# ---- design 1 ----
Design 1, signal metal coverage by tile:
(6 px per um) The die is cut into 9 by 10 equal tiles; dark purple is low, yellow is high, scaled to the fullest tile. Values are wire area over tile area, all layers added.
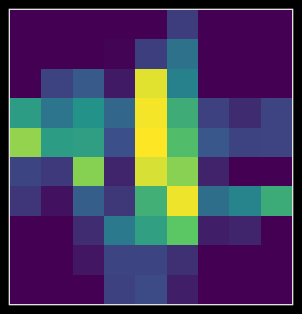

`src/rtl/f_add_sub_if.sv`:
```
// f_add_sub_if: operand/result bundle for the registered adder/subtractor
interface f_add_sub_if #(parameter int WIDTH = 4);
  logic             valid_in;
  logic [WIDTH-1:0] a_in;
  logic [WIDTH-1:0] b_in;
  logic             control_in;
  logic [WIDTH-1:0] sum_out;
  logic             carry_out;
  logic             overflow_out;
  logic             zero_out;
  logic             valid_out;
  modport master (
    output valid_in, a_in, b_in, control_in,
    input  sum_out, carry_out, overflow_out, zero_out, valid_out
  );
  modport slave (
    input  valid_in, a_in, b_in, control_in,
    output sum_out, carry_out, overflow_out, zero_out, valid_out
  );
endinterface

```
`src/rtl/f_add_sub.sv`:
```
// f_add_sub: registered ripple-carry two's-complement adder/subtractor with carry, overflow and zero flags
module f_add_sub #(
  parameter int WIDTH = 4
) (
  input logic        clk,
  input logic        rst_n,
  f_add_sub_if.slave bus
);
  logic [WIDTH-1:0] bx;
  logic [WIDTH-1:0] s;
  logic [WIDTH:0]   c;
  // subtraction is a + ~b + 1: invert B and inject the +1 as carry-in
  assign bx   = bus.b_in ^ {WIDTH{bus.control_in}};
  assign c[0] = bus.control_in;
  for (genvar i = 0; i < WIDTH; i++) begin : g_fa
    assign s[i]   = bus.a_in[i] ^ bx[i] ^ c[i];
    assign c[i+1] = (bus.a_in[i] & bx[i]) | (c[i] & (bus.a_in[i] ^ bx[i]));
  end
  always_ff @(posedge clk or negedge rst_n) begin
    if (!rst_n) begin
      bus.sum_out      <= '0;
      bus.carry_out    <= 1'b0;
      bus.overflow_out <= 1'b0;
      bus.zero_out     <= 1'b0;
      bus.valid_out    <= 1'b0;
    end else begin
      bus.valid_out <= bus.valid_in;
      if (bus.valid_in) begin
        bus.sum_out      <= s;
        bus.carry_out    <= c[WIDTH];
        bus.overflow_out <= c[WIDTH] ^ c[WIDTH-1];
        bus.zero_out     <= ~|s;
      end
    end
  end
endmodule

```
`src/flat_wrapper.sv`:
```
// flat-port wrapper written by rule: the top's interface ports become plain ports
module f_add_sub_flat 
#(
  parameter int WIDTH = 4
)
  (clk, rst_n, bus_valid_in, bus_a_in, bus_b_in, bus_control_in, bus_sum_out, bus_carry_out, bus_overflow_out, bus_zero_out, bus_valid_out);
  f_add_sub_if #(.WIDTH(WIDTH)) bus_i ();
  input logic clk;
  input logic rst_n;
  input wire logic [$bits(bus_i.valid_in)-1:0] bus_valid_in;
  input wire logic [$bits(bus_i.a_in)-1:0] bus_a_in;
  input wire logic [$bits(bus_i.b_in)-1:0] bus_b_in;
  input wire logic [$bits(bus_i.control_in)-1:0] bus_control_in;
  output wire logic [$bits(bus_i.sum_out)-1:0] bus_sum_out;
  output wire logic [$bits(bus_i.carry_out)-1:0] bus_carry_out;
  output wire logic [$bits(bus_i.overflow_out)-1:0] bus_overflow_out;
  output wire logic [$bits(bus_i.zero_out)-1:0] bus_zero_out;
  output wire logic [$bits(bus_i.valid_out)-1:0] bus_valid_out;
  assign bus_i.valid_in = bus_valid_in;
  assign bus_i.a_in = bus_a_in;
  assign bus_i.b_in = bus_b_in;
  assign bus_i.control_in = bus_control_in;
  assign bus_sum_out = bus_i.sum_out;
  assign bus_carry_out = bus_i.carry_out;
  assign bus_overflow_out = bus_i.overflow_out;
  assign bus_zero_out = bus_i.zero_out;
  assign bus_valid_out = bus_i.valid_out;
  f_add_sub #(.WIDTH(WIDTH)) u_core (.clk(clk), .rst_n(rst_n), .bus(bus_i));
endmodule
```
`config.mk`:
```
export PLATFORM = sky130hd
export DESIGN_NAME = f_add_sub_flat
export DESIGN_NICKNAME = d
export VERILOG_FILES = /design/src/rtl/f_add_sub_if.sv /design/src/rtl/f_add_sub.sv /design/src/flat_wrapper.sv
export SDC_FILE = /design/constraint.sdc
export NUM_CORES = 1
export LEC_CHECK = 0
export CORE_AREA = 5 5 42 44
export DETAILED_ROUTE_END_ITERATION = 12
export DIE_AREA = 0 0 47 49
export PLACE_DENSITY = 0.67
export SYNTH_ARGS = -nofsm -noshare
export SYNTH_HDL_FRONTEND = slang
export SYNTH_SLANG_ARGS = --single-unit
```
`constraint.sdc`:
```
create_clock -name clk -period 1 [get_ports clk]
set_clock_uncertainty 0.15 [all_clocks]
set_input_delay 0.1 -clock clk [delete_from_list [all_inputs] [get_ports clk]]
set_output_delay 0.1 -clock clk [all_outputs]
set_load 0.02 [all_outputs]
```
# ---- design 2 ----
File: config.mk
export PLATFORM = sky130hd
export DESIGN_NAME = video_frame_reader_flat
export DESIGN_NICKNAME = d
export VERILOG_FILES = /design/src/rtl/video_frame_reader_if.sv /design/src/rtl/video_frame_reader.sv /design/src/flat_wrapper.sv
export SDC_FILE = /design/constraint.sdc
export NUM_CORES = 1
export LEC_CHECK = 0
export CAP_MARGIN = 0
export CELL_PAD_IN_SITES_DETAIL_PLACEMENT = 2
export CELL_PAD_IN_SITES_GLOBAL_PLACEMENT = 2
export CORE_UTILIZATION = 27
export CTS_CLUSTER_DIAMETER = 40
export CTS_CLUSTER_SIZE = 24
export DETAILED_ROUTE_END_ITERATION = 6
export PLACE_DENSITY = 0.87
export REMOVE_ABC_BUFFERS = 1
export SKIP_CTS_REPAIR_TIMING = 1
export SYNTH_ARGS = -nofsm -noshare
export SYNTH_HDL_FRONTEND = slang
export SYNTH_SLANG_ARGS = --single-unit
File: constraint.sdc
create_clock -name clk -period 2.13 [get_ports clk]
set_clock_uncertainty 0.05 [all_clocks]
set_input_delay 0.639 -clock clk [delete_from_list [all_inputs] [get_ports clk]]
set_output_delay 0.639 -clock clk [all_outputs]
set_load 0.02 [all_outputs]
File: src/rtl/video_frame_reader_if.sv
`default_nettype none
// ============================================================================
//  Module      : video_frame_reader_if
//  Description : Frame-buffer read bus between the display-side reader
//                (master) and the memory (slave).
//                  mem_addr : word address, registered by the reader
//                  mem_re   : one-cycle read strobe
//                  mem_data : read data, returned a fixed latency later
//  Revision    : 1.0 - initial release
// ============================================================================
interface video_frame_reader_if;
    logic [18:0] mem_addr;
    logic        mem_re;
    logic [35:0] mem_data;

    modport master (
        output mem_addr,
        output mem_re,
        input  mem_data
    );

    modport slave (
        input  mem_addr,
        input  mem_re,
        output mem_data
    );
endinterface
`default_nettype wire

File: src/rtl/video_frame_reader.sv
`default_nettype none
// ============================================================================
//  Module      : video_frame_reader
//  Description : Display-side frame-buffer reader. Follows the raster,
//                issues one read per two in-frame pixels, unpacks 6:6:6
//                pixel pairs into 8:8:8 RGB and delays the raster timing so
//                pixels and syncs leave aligned. The display buffer is
//                swapped only at frame start (hcount == vcount == 0).
//  Ports       : clk, reset_n (sync, active low)
//                hcount/vcount/hsync/vsync/blank : input raster timing
//                buffer_sel                      : requested display buffer
//                mem (master)                    : frame-buffer read bus
//                rgb_out/in_frame                : pixel stream
//                hsync_out/vsync_out/blank_out   : timing delayed to match
//  Revision    : 1.0 - initial release
// ============================================================================
module video_frame_reader #(
    parameter int unsigned FRAME_X   = 64,
    parameter int unsigned FRAME_Y   = 48,
    parameter int unsigned FRAME_W   = 512,
    parameter int unsigned FRAME_H   = 384,
    parameter logic [18:0] BUF1_BASE = 19'h20000,
    parameter int unsigned MEM_LAT   = 2
) (
    input  logic                        clk,
    input  logic                        reset_n,
    input  logic [10:0]                 hcount,
    input  logic [9:0]                  vcount,
    input  logic                        hsync,
    input  logic                        vsync,
    input  logic                        blank,
    input  logic                        buffer_sel,
    video_frame_reader_if.master        mem,
    output logic [23:0]                 rgb_out,
    output logic                        in_frame,
    output logic                        hsync_out,
    output logic                        vsync_out,
    output logic                        blank_out
);
    // Input sample -> read issue (1) -> memory (MEM_LAT) -> pixel register (1)
    localparam int          LAT  = int'(MEM_LAT) + 2;
    localparam logic [10:0] X_LO = 11'(FRAME_X);
    localparam logic [10:0] X_HI = 11'(FRAME_X + FRAME_W);
    localparam logic [9:0]  Y_LO = 10'(FRAME_Y);
    localparam logic [9:0]  Y_HI = 10'(FRAME_Y + FRAME_H);

    // Bit positions inside one delay-line entry
    localparam int          C_WIN     = 4;
    localparam int          C_ODD     = 3;
    localparam int          C_HS      = 2;
    localparam int          C_VS      = 1;
    localparam int          C_BL      = 0;
    localparam logic [4:0]  CTRL_IDLE = 5'b00111;

    function automatic logic [23:0] unpack666(input logic [17:0] px);
        return {px[17:12], px[17:16], px[11:6], px[11:10], px[5:0], px[5:4]};
    endfunction

    logic [4:0]  ctrl_q [LAT];
    logic        cur_buf_q,  cur_buf_d;
    logic        armed_q,    armed_d;
    logic [18:0] addr_cnt_q, addr_cnt_d;
    logic [18:0] mem_addr_q, mem_addr_d;
    logic        mem_re_q,   mem_re_d;
    logic [17:0] odd_px_q,   odd_px_d;
    logic [23:0] rgb_q,      rgb_d;
    logic        in_frame_q, hsync_q, vsync_q, blank_q;

    logic        frame_start;
    logic        win;
    logic        parity;
    logic        rd_req;
    logic [4:0]  out_ctrl;

    always_comb begin
        frame_start = (hcount == 11'd0) && (vcount == 10'd0);
        // After reset nothing is shown until a frame start has re-armed the
        // reader, so a partial frame never reads from a stale address.
        win         = (hcount >= X_LO) && (hcount < X_HI) &&
                      (vcount >= Y_LO) && (vcount < Y_HI) && !blank &&
                      (armed_q || frame_start);
        parity      = hcount[0] ^ X_LO[0];
        armed_d     = armed_q | frame_start;
        cur_buf_d   = frame_start ? buffer_sel : cur_buf_q;

        // Reads are issued from the first delay stage, one clock after the
        // even-pixel input, so a frame-start base load (on the input cycle)
        // always lands before the first read of that frame.
        rd_req      = ctrl_q[0][C_WIN] & ~ctrl_q[0][C_ODD];
        mem_re_d    = rd_req;
        mem_addr_d  = rd_req ? addr_cnt_q : mem_addr_q;
        if (frame_start) begin
            addr_cnt_d = cur_buf_d ? BUF1_BASE : 19'd0;
        end else if (rd_req) begin
            addr_cnt_d = addr_cnt_q + 19'd1;
        end else begin
            addr_cnt_d = addr_cnt_q;
        end

        // The even half is consumed on the edge the word returns; only the
        // odd half needs holding for the following pixel.
        out_ctrl = ctrl_q[LAT-1];
        odd_px_d = (out_ctrl[C_WIN] && !out_ctrl[C_ODD]) ? mem.mem_data[17:0] : odd_px_q;
        if (!out_ctrl[C_WIN]) begin
            rgb_d = 24'h000000;
        end else if (out_ctrl[C_ODD]) begin
            rgb_d = unpack666(odd_px_q);
        end else begin
            rgb_d = unpack666(mem.mem_data[35:18]);
        end
    end

    always_ff @(posedge clk) begin
        if (!reset_n) begin
            cur_buf_q  <= 1'b0;
            armed_q    <= 1'b0;
            addr_cnt_q <= 19'd0;
            mem_addr_q <= 19'd0;
            mem_re_q   <= 1'b0;
            odd_px_q   <= 18'd0;
            rgb_q      <= 24'h000000;
            in_frame_q <= 1'b0;
            hsync_q    <= 1'b1;
            vsync_q    <= 1'b1;
            blank_q    <= 1'b1;
            for (int i = 0; i < LAT; i++) begin
                ctrl_q[i] <= CTRL_IDLE;
            end
        end else begin
            cur_buf_q  <= cur_buf_d;
            armed_q    <= armed_d;
            addr_cnt_q <= addr_cnt_d;
            mem_addr_q <= mem_addr_d;
            mem_re_q   <= mem_re_d;
            odd_px_q   <= odd_px_d;
            rgb_q      <= rgb_d;
            in_frame_q <= out_ctrl[C_WIN];
            hsync_q    <= out_ctrl[C_HS];
            vsync_q    <= out_ctrl[C_VS];
            blank_q    <= out_ctrl[C_BL];
            ctrl_q[0]  <= {win, parity, hsync, vsync, blank};
            for (int i = 1; i < LAT; i++) begin
                ctrl_q[i] <= ctrl_q[i-1];
            end
        end
    end

    assign mem.mem_addr = mem_addr_q;
    assign mem.mem_re   = mem_re_q;
    assign rgb_out      = rgb_q;
    assign in_frame     = in_frame_q;
    assign hsync_out    = hsync_q;
    assign vsync_out    = vsync_q;
    assign blank_out    = blank_q;
endmodule
`default_nettype wire

File: src/flat_wrapper.sv
// flat-port wrapper written by rule: the top's interface ports become plain ports
module video_frame_reader_flat 
#(
    parameter int unsigned FRAME_X   = 64,
    parameter int unsigned FRAME_Y   = 48,
    parameter int unsigned FRAME_W   = 512,
    parameter int unsigned FRAME_H   = 384,
    parameter logic [18:0] BUF1_BASE = 19'h20000,
    parameter int unsigned MEM_LAT   = 2
)
  (clk, reset_n, hcount, vcount, hsync, vsync, blank, buffer_sel, rgb_out, in_frame, hsync_out, vsync_out, blank_out, mem_mem_addr, mem_mem_re, mem_mem_data);
  video_frame_reader_if mem_i ();
  input  logic clk;
  input  logic reset_n;
  input  logic [10:0] hcount;
  input  logic [9:0] vcount;
  input  logic hsync;
  input  logic vsync;
  input  logic blank;
  input  logic buffer_sel;
  output logic [23:0] rgb_out;
  output logic in_frame;
  output logic hsync_out;
  output logic vsync_out;
  output logic blank_out;
  output wire logic [$bits(mem_i.mem_addr)-1:0] mem_mem_addr;
  output wire logic [$bits(mem_i.mem_re)-1:0] mem_mem_re;
  input wire logic [$bits(mem_i.mem_data)-1:0] mem_mem_data;
  assign mem_mem_addr = mem_i.mem_addr;
  assign mem_mem_re = mem_i.mem_re;
  assign mem_i.mem_data = mem_mem_data;
  video_frame_reader #(.FRAME_X(FRAME_X), .FRAME_Y(FRAME_Y), .FRAME_W(FRAME_W), .FRAME_H(FRAME_H), .BUF1_BASE(BUF1_BASE), .MEM_LAT(MEM_LAT)) u_core (.clk(clk), .reset_n(reset_n), .hcount(hcount), .vcount(vcount), .hsync(hsync), .vsync(vsync), .blank(blank), .buffer_sel(buffer_sel), .mem(mem_i), .rgb_out(rgb_out), .in_frame(in_frame), .hsync_out(hsync_out), .vsync_out(vsync_out), .blank_out(blank_out));
endmodule
# ---- design 3 ----
`src/rtl/cpu_seq_pkg.sv`:
```
// Shared types and opcode decode for the multi-cycle control sequencer.
package cpu_seq_pkg;

   typedef enum logic [1:0] {
      ST_HALTED = 2'd0,
      ST_FETCH  = 2'd1,
      ST_EXEC1  = 2'd2,
      ST_EXEC2  = 2'd3
   } state_e;

   // Opcode classes on ir[15:12]; 0xxx is immediate, 11xx is ARM.
   localparam logic [3:0] OPC_LDR  = 4'b1000;
   localparam logic [3:0] OPC_JMP  = 4'b1001;
   localparam logic [3:0] OPC_STR  = 4'b1010;
   localparam logic [3:0] OPC_HALT = 4'b1011;

   // ARM register ops occupy the whole 1100..1111 range.
   function automatic logic is_arm(input logic [3:0] opc);
      return (opc >= 4'b1100);
   endfunction

   // LDR and STR are the only classes that need the EXEC2 bus cycle.
   function automatic logic is_mem_op(input logic [3:0] opc);
      return (opc == OPC_LDR) || (opc == OPC_STR);
   endfunction

endpackage

```
`src/rtl/seq_wait_timer.sv`:
```
// Memory wait-state counter; flags expiry once WAIT_MAX wait cycles have elapsed.
module seq_wait_timer #(
   parameter int unsigned WAIT_MAX = 15
) (
   input  logic clk,
   input  logic reset,
   input  logic clr_i,
   input  logic en_i,
   output logic expired_o
);

   localparam int unsigned W = $clog2(WAIT_MAX + 1);

   logic [W-1:0] cnt_q;

   // Count wait cycles; clear wins, and the count holds once it reaches WAIT_MAX.
   always_ff @(posedge clk or posedge reset) begin
      if (reset) begin
         cnt_q <= '0;
      end else if (clr_i) begin
         cnt_q <= '0;
      end else if (en_i && !expired_o) begin
         cnt_q <= cnt_q + 1'b1;
      end
   end

   assign expired_o = (cnt_q == W'(WAIT_MAX));

endmodule

```
`src/rtl/cpu_sequencer.sv`:
```
// Multi-cycle control sequencer: FETCH/EXEC1/EXEC2 strobes, SKIP discard,
// memory wait timeout and retired-instruction count for the 16-bit core.
module cpu_sequencer
   import cpu_seq_pkg::*;
#(
   parameter int unsigned WAIT_MAX = 15,
   parameter int unsigned CNT_W    = 16
) (
   input  logic             clk,
   input  logic             reset,
   input  logic [15:0]      ir,
   input  logic             mem_ready,
   input  logic             skip_q,
   input  logic             cond_true,
   input  logic             run,
   output logic             fetch,
   output logic             exec1,
   output logic             exec2,
   output logic             ir_en,
   output logic             pc_inc,
   output logic             pc_load,
   output logic             mem_rd,
   output logic             mem_wr,
   output logic             skip_clr,
   output logic             halted,
   output logic             bus_err,
   output logic [CNT_W-1:0] retired
);

   state_e           state_q;
   logic             bus_err_q;
   logic [CNT_W-1:0] retired_q;

   logic [3:0] opc;
   logic       op_mem;
   logic       mem_phase;
   logic       handshake;
   logic       timeout;
   logic       retire;
   logic       wait_clr;
   logic       wait_en;
   logic       wait_expired;
   logic       unused_ir_bits;

   assign opc            = ir[15:12];
   assign op_mem         = is_mem_op(opc);
   assign unused_ir_bits = ^ir[11:0];

   // FETCH and EXEC2 are the only states that wait on the memory handshake.
   assign mem_phase = (state_q == ST_FETCH) || (state_q == ST_EXEC2);
   assign handshake = mem_phase && mem_ready;
   assign timeout   = mem_phase && !mem_ready && wait_expired;

   // The counter is zero on entry to every state: HALTED and EXEC1 always hold
   // it clear, and every exit from FETCH/EXEC2 is a handshake or a timeout.
   assign wait_clr = handshake || timeout ||
                     (state_q == ST_HALTED) || (state_q == ST_EXEC1);
   assign wait_en  = mem_phase && !mem_ready;

   // Non-memory ops retire in EXEC1; LDR/STR retire when EXEC2 completes.
   assign retire = ((state_q == ST_EXEC1) && !op_mem) ||
                   ((state_q == ST_EXEC2) && mem_ready);

   seq_wait_timer #(
      .WAIT_MAX (WAIT_MAX)
   ) u_wait_timer (
      .clk       (clk),
      .reset     (reset),
      .clr_i     (wait_clr),
      .en_i      (wait_en),
      .expired_o (wait_expired)
   );

   // Sequencer state, sticky bus-error flag and retired counter.
   // NOTE: sequential state uses non-blocking assignments only, so every flop samples pre-edge values.
   always_ff @(posedge clk or posedge reset) begin
      if (reset) begin
         state_q   <= ST_HALTED;
         bus_err_q <= 1'b0;
         retired_q <= '0;
      end else begin
         if (retire) begin
            retired_q <= retired_q + 1'b1;
         end
         unique case (state_q)
            ST_HALTED: begin
               if (run) begin
                  state_q   <= ST_FETCH;
                  bus_err_q <= 1'b0;
               end
            end
            ST_FETCH: begin
               if (timeout) begin
                  state_q   <= ST_HALTED;
                  bus_err_q <= 1'b1;
               end else if (mem_ready && !skip_q) begin
                  state_q <= ST_EXEC1;
               end
            end
            ST_EXEC1: begin
               if (op_mem) begin
                  state_q <= ST_EXEC2;
               end else if (opc == OPC_HALT) begin
                  state_q <= ST_HALTED;
               end else begin
                  state_q <= ST_FETCH;
               end
            end
            ST_EXEC2: begin
               if (mem_ready) begin
                  state_q <= ST_FETCH;
               end else if (timeout) begin
                  state_q   <= ST_HALTED;
                  bus_err_q <= 1'b1;
               end
            end
            default: state_q <= ST_HALTED;
         endcase
      end
   end

   // Handshake-qualified strobes decoded from the current state and inputs.
   // NOTE: every output is given a default before the case so no latch is inferred.
   always_comb begin
      ir_en    = 1'b0;
      pc_inc   = 1'b0;
      pc_load  = 1'b0;
      skip_clr = 1'b0;
      mem_rd   = 1'b0;
      mem_wr   = 1'b0;
      unique case (state_q)
         ST_FETCH: begin
            mem_rd = 1'b1;
            if (mem_ready) begin
               pc_inc   = 1'b1;
               skip_clr = skip_q;
               ir_en    = !skip_q;
            end
         end
         ST_EXEC1: begin
            pc_load = (opc == OPC_JMP) && cond_true;
         end
         ST_EXEC2: begin
            mem_rd = (opc == OPC_LDR);
            mem_wr = (opc == OPC_STR);
         end
         default: ;
      endcase
   end

   assign fetch   = (state_q == ST_FETCH);
   assign exec1   = (state_q == ST_EXEC1);
   assign exec2   = (state_q == ST_EXEC2);
   assign halted  = (state_q == ST_HALTED);
   assign bus_err = bus_err_q;
   assign retired = retired_q;

endmodule

```
`config.mk`:
```
export PLATFORM = sky130hd
export DESIGN_NAME = cpu_sequencer
export DESIGN_NICKNAME = d
export VERILOG_FILES = /design/src/rtl/cpu_seq_pkg.sv /design/src/rtl/seq_wait_timer.sv /design/src/rtl/cpu_sequencer.sv
export SDC_FILE = /design/constraint.sdc
export NUM_CORES = 1
export LEC_CHECK = 0
export CORE_MARGIN = 5
export CORE_UTILIZATION = 40
export CTS_BUF_LIST = sky130_fd_sc_hd__clkbuf_16
export DETAILED_ROUTE_END_ITERATION = 10
export GPL_ROUTABILITY_DRIVEN = 0
export PLACE_DENSITY = 0.75
export RECOVER_POWER = 50
export SYNTH_ARGS = -nofsm -noshare
export SYNTH_HDL_FRONTEND = slang
export SYNTH_SLANG_ARGS = --single-unit
```
`constraint.sdc`:
```
create_clock -name clk -period 2 [get_ports clk]
set_input_delay 0.2 -clock clk [delete_from_list [all_inputs] [get_ports clk]]
set_output_delay 0.2 -clock clk [all_outputs]
set_load 0.02 [all_outputs]
```
Design 1, placed standard cells:
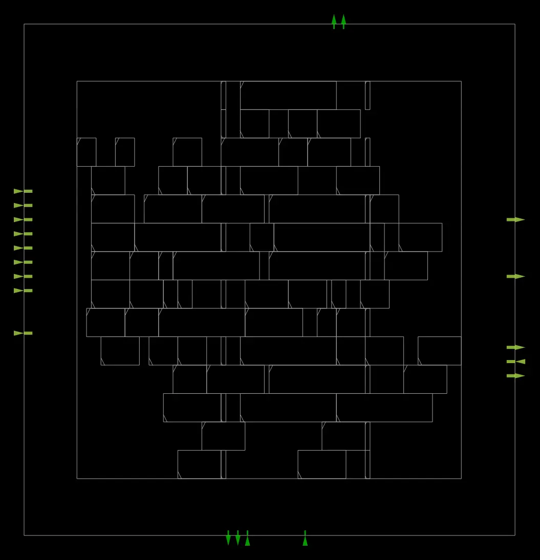
fin cells: 80
number of flip-flops and latches: 8

About 'signal metal coverage by tile' of design 1:
- mean over tiles: 0.065
- densest ninth of the die: middle
- emptiest ninth of the die: top right
- fullest tile: 0.28
- tiles over half the peak: 20%
- nearly empty tiles: 39%
wire length per cell after detailed routing: 10.6 um
All-Layer GR Usage: 0.0906
total number of vias: 334

==> reports/notes.md, design 1 <==
## Run status
* result of the run: finished, violations left
* violated checks: negative hold slack, negative setup slack

## Floorplanning
* floorplan core density: 0.320

## STA
* worst hold margin: -0.0283 ns
* setup ws final: -0.875 ns
* Final Hold Fails: 8
* Setup-failing EPs final: 14
* achievable clock frequency: 0.533 GHz

## Routing
* met2 layer wire length in the routed design: 389 um

## Clocking
* Root Buffer: sky130_fd_sc_hd__clkbuf_4

## Pwr
* Power Dens Cells: 1650 nW/um^2
* P_sw: 0.380 mW

## Layout
* combined flip-flop and latch cell area: 200 um^2
* Area growth, synth to finish: 75.7%
* nets@finish: 81

## Logic synthesis
* floorplan net count: 46
* simple-gate area share of the yosys netlist: 0.0251

## Place
* placed cells: 73

## Worst setup path
* biggest fanout along the worst timing path: 2

## GRT
* first-pass GRT wire length: 1400 um

[design 1: state kept, by name, summed over array words and instances (netlist names)]
name	count
u_core.bus.zero_out	1
u_core.bus.carry_out	1
u_core.bus.sum_out	4
u_core.bus.overflow_out	1
u_core.bus.valid_out	1
[design 1: timing repair]
item | in CTS | in global routing
gates cloned | 0 | 1
endpoints found under the hold margin | 8 | 0
buffers inserted | 2 | 1
resized | 67 | 4
endpoints found under the setup margin | 15 | 15
pin swaps | 5 | 2
[design 1: path summary, 6_finish.rpt]
| kind | start | endpoint | slack, ns | depth (start not counted) |
|---|---|---|---|---|
| worst max-delay path | bus_b_in[0] | u_core.bus.overflow_out | -0.87 | 9 |
| worst min-delay path | rst_n | u_core.bus.valid_out | -0.03 | 1 |
| worst max register to register | u_core.bus.sum_out[3] | u_core.bus.sum_out[3] | -0.04 | 2 |
| worst min register to register | u_core.bus.overflow_out | u_core.bus.overflow_out | 0.40 | 1 |
| max in group asynchronous | rst_n | u_core.bus.sum_out[1] | 0.47 | 1 |
| min in group clk | bus_valid_in | u_core.bus.valid_out | 0.02 | 2 |
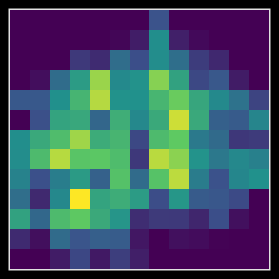
Design 3: signal metal coverage by tile
(4 px per um) The die is cut into 13 by 13 equal tiles; dark purple is low, yellow is high, scaled to the fullest tile. Values are wire area over tile area, all layers added.
- densest ninth of the die: middle
- fullest tile: 0.32
- mean over tiles: 0.10
- tiles over half the peak: 27%
- nearly empty tiles: 25%

Design 3, logic cells by family:
(6 px per um)
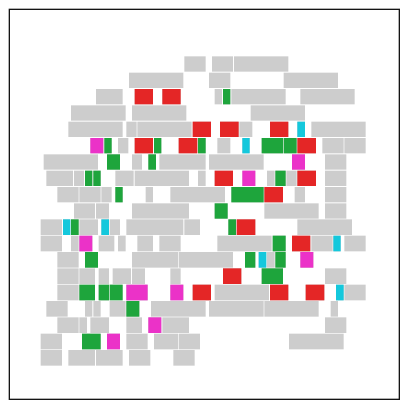
- magenta: and/or cells (cells 9)
- green: nor cells (cells 26)
- cyan: inv cells (cells 7)
- red: xor and xnor cells (cells 17)

==> reports/notes.md, design 3 <==
## Clocking
* count of H-tree levels built during CTS: 1
* Root Buffer: sky130_fd_sc_hd__clkbuf_16

## Run status
* result of the run: finished, final reports clean

## Layout
* most common logic cells in the final layout: 25 x sky130_fd_sc_hd__clkdlybuf4s50_1, 21 x sky130_fd_sc_hd__dfrtp_1, 10 x sky130_fd_sc_hd__nor2_1
* nets@finish: 184

## Worst setup path
* critical path buffer and inverter count: 1
* R2R Setup Slk: 0.21 ns
* path length in cells of the critical path: 3
* end of the critical path: skip_clr

## STA
* measured slew at the worst slew-check pin: 1.21 ns
* achievable clock frequency: 0.527 GHz
* worst hold margin: 0.468 ns
* number of max-slew violations in the final report: 0
* setup TNS: 0 ns

## Routing
* wire length per cell after detailed routing: 13.8 um
* residual DRC count: 0

## Logic synthesis
* mapped cell area: 1200 um^2
* area of the synthesized netlist per yosys stat: 1200 um^2
* post-synth top area cell: sky130_fd_sc_hd__dfrtp_1
* post-synthesis sequential area ratio: 0.480

## Place
* placed cells: 186
* area after detailed placement: 1630 um^2
* Placement Setup Slack: -0.0616 ns

## Floorplanning
* site row count: 19
* number of ports placed on the die boundary: 49

## GRT
* antenna violations before repair: 0

## design 3: power groups by stage
| stage | Combinational [mW] | Sequential (mW) | Clock (mW) |
|---|---|---|---|
| final | 0.648 | 0.640 | 0.430 |
| after floorplan | 0.334 | 0.669 | 0 |
| after global placement | 0.660 | 0.640 | 0 |
| after global routing | 0.708 | 0.663 | 0.463 |
| after detailed placement | 0.676 | 0.646 | 0 |
| after CTS | 0.678 | 0.639 | 0.443 |
## design 3: what timing repair did
item	in CTS	in global routing
hold buffers	0	0
pin swaps	0	0
buffers inserted	0	0
endpoints found under the setup margin	2	6
gates resized	2	5
## design 3: flip-flops by register name, summed over array words and instances, names as in the netlist
register and cells:
retired 16, bus_err 1, state_q 2, u_wait_timer.cnt_q 4
## design 3: kinds of logic (layout without fill, tap and decap cells)
logic type / Yosys count / count (layout) / share of synthesized area
adder cells (fa/ha/maj): 2 / 2 / 0.0209
AND/OR/NAND/NOR: 57 / 57 / 0.296
multiplexers: 1 / 1 / 0.00938
XOR/XNOR: 17 / 17 / 0.124
flip-flops: 23 / 23 / 0.480
buffers and inverters: 9 / 52 / 0.0282
AND-OR/OR-AND: 7 / 7 / 0.0417
Design 2, signal metal coverage by tile:
(2 px per um) The die is cut into 24 by 24 equal tiles; dark purple is low, yellow is high, scaled to the fullest tile. Values are wire area over tile area, all layers added.
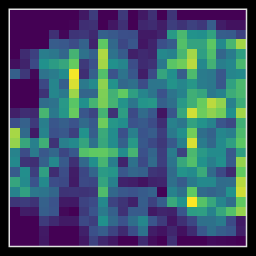
- nearly empty tiles: 13%
- densest ninth of the die: right middle
- emptiest ninth of the die: bottom left
All-Layer GR Usage: 0.164
wire length per cell after detailed routing: 15.9 um
total number of vias: 3141
sum of routed wire length over all layers: 10800 um

Design 2, placed standard cells:
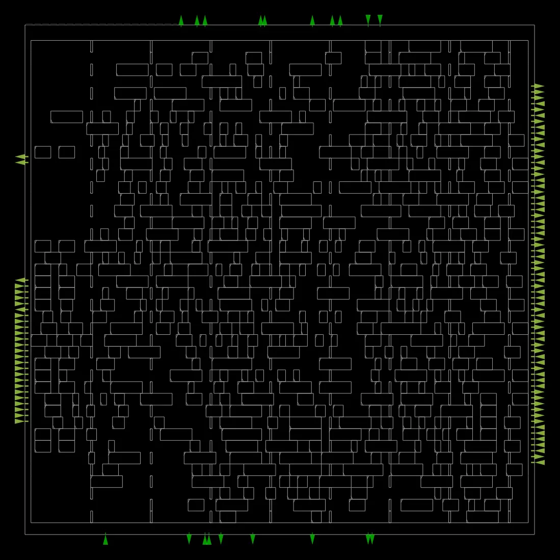
fin cells: 680
utilization of the core after routing: 0.404
number of fill cells in the layout: 1405
placeable core region: 12800 um^2
number of flip-flops and latches: 100

==> reports/notes.md, design 2 <==
## Clocking
* clock sink count: 100
* Worst-path clk slew: 0.06 ns

## Logic synthesis
* aoi share: 0.0936
* area of the synthesized netlist per yosys stat: 3620 um^2
* number of synthesized flops with an enable pin: 0
* simple-gate area share of the yosys netlist: 0.230

## Layout
* layout clock buffer count: 10
* share of final layout cell area taken by clock buffers and inverters: 0.0500
* most common library cell in the layout ignoring fill and taps: sky130_fd_sc_hd__clkdlybuf4s50_1

## Place
* Port Buffers: 110

## GRT
* antenna violations before repair: 0
* GRT Residual Overflow: 0
* first-pass GRT wire length: 17800 um

## STA
* measured slew at the worst slew-check pin: 0.737 ns

## Worst setup path
* biggest fanout along the worst timing path: 2

## Run status
* result of the run: finished, final reports clean

## design 2: routing by layer
layer | GRT usage | share of wire | up-vias
li1 | - | - | 1529
met1 | 0.190 | 0.44 | 1492
met2 | 0.285 | 0.49 | 105
met3 | 0.0339 | 0.044 | 15
met4 | 0.0809 | 0.024 | 0
met5 | 0 | 0 | -
## design 2: sequential cells by signal (all words and copies together) (netlist names)
register	cells
u_core.blank_out	1
u_core.vsync_out	1
u_core.odd_px_q	18
u_core.armed_q	1
u_core.in_frame	1
u_core.mem.mem_addr	19
u_core.rgb_out	18
u_core.mem.mem_re	1
u_core.addr_cnt_q	19
u_core.hsync_out	1
u_core.ctrl_q	20
## design 2: kinds of logic (layout without fill, tap and decap cells)
kind of cell,count (synthesis),count (layout)
XOR/XNOR,11,11
adder cells (fa/ha/maj),1,1
multiplexers,18,18
AND-OR/OR-AND,60,60
flip-flops,100,100
buffers and inverters,31,141
AND/OR/NAND/NOR,177,177


==> notes/layouts.md <==
Pictures saved along the way, in no particular order.

Close-up of the layout.
picture 1
Window x 8 to 38, y 10 to 40 um. Cells in gray, sequential cells in the stronger gray; small squares are vias.
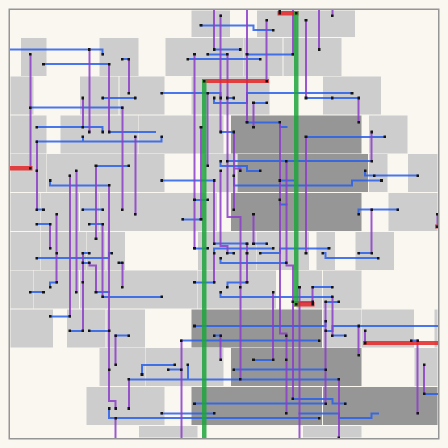
picture 2
Window x 44 to 74, y 44 to 74 um. Cells in gray, sequential cells in the stronger gray; small squares are vias.
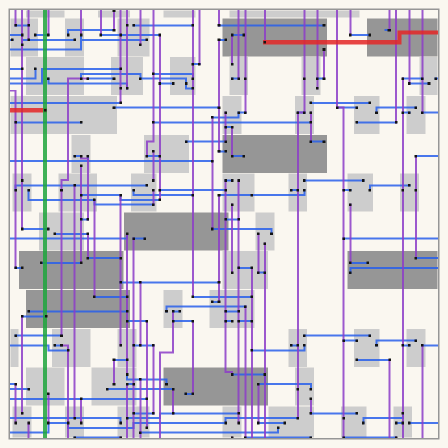
picture 3
Window x 17 to 47, y 17 to 47 um. Cells in gray, sequential cells in the stronger gray; small squares are vias.
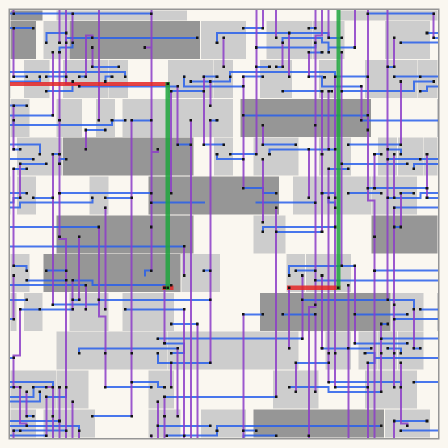
For design 3, see picture 3.
For design 1, see picture 1.
For design 2, see picture 2.

Power is estimated from default activity; no workload was simulated.
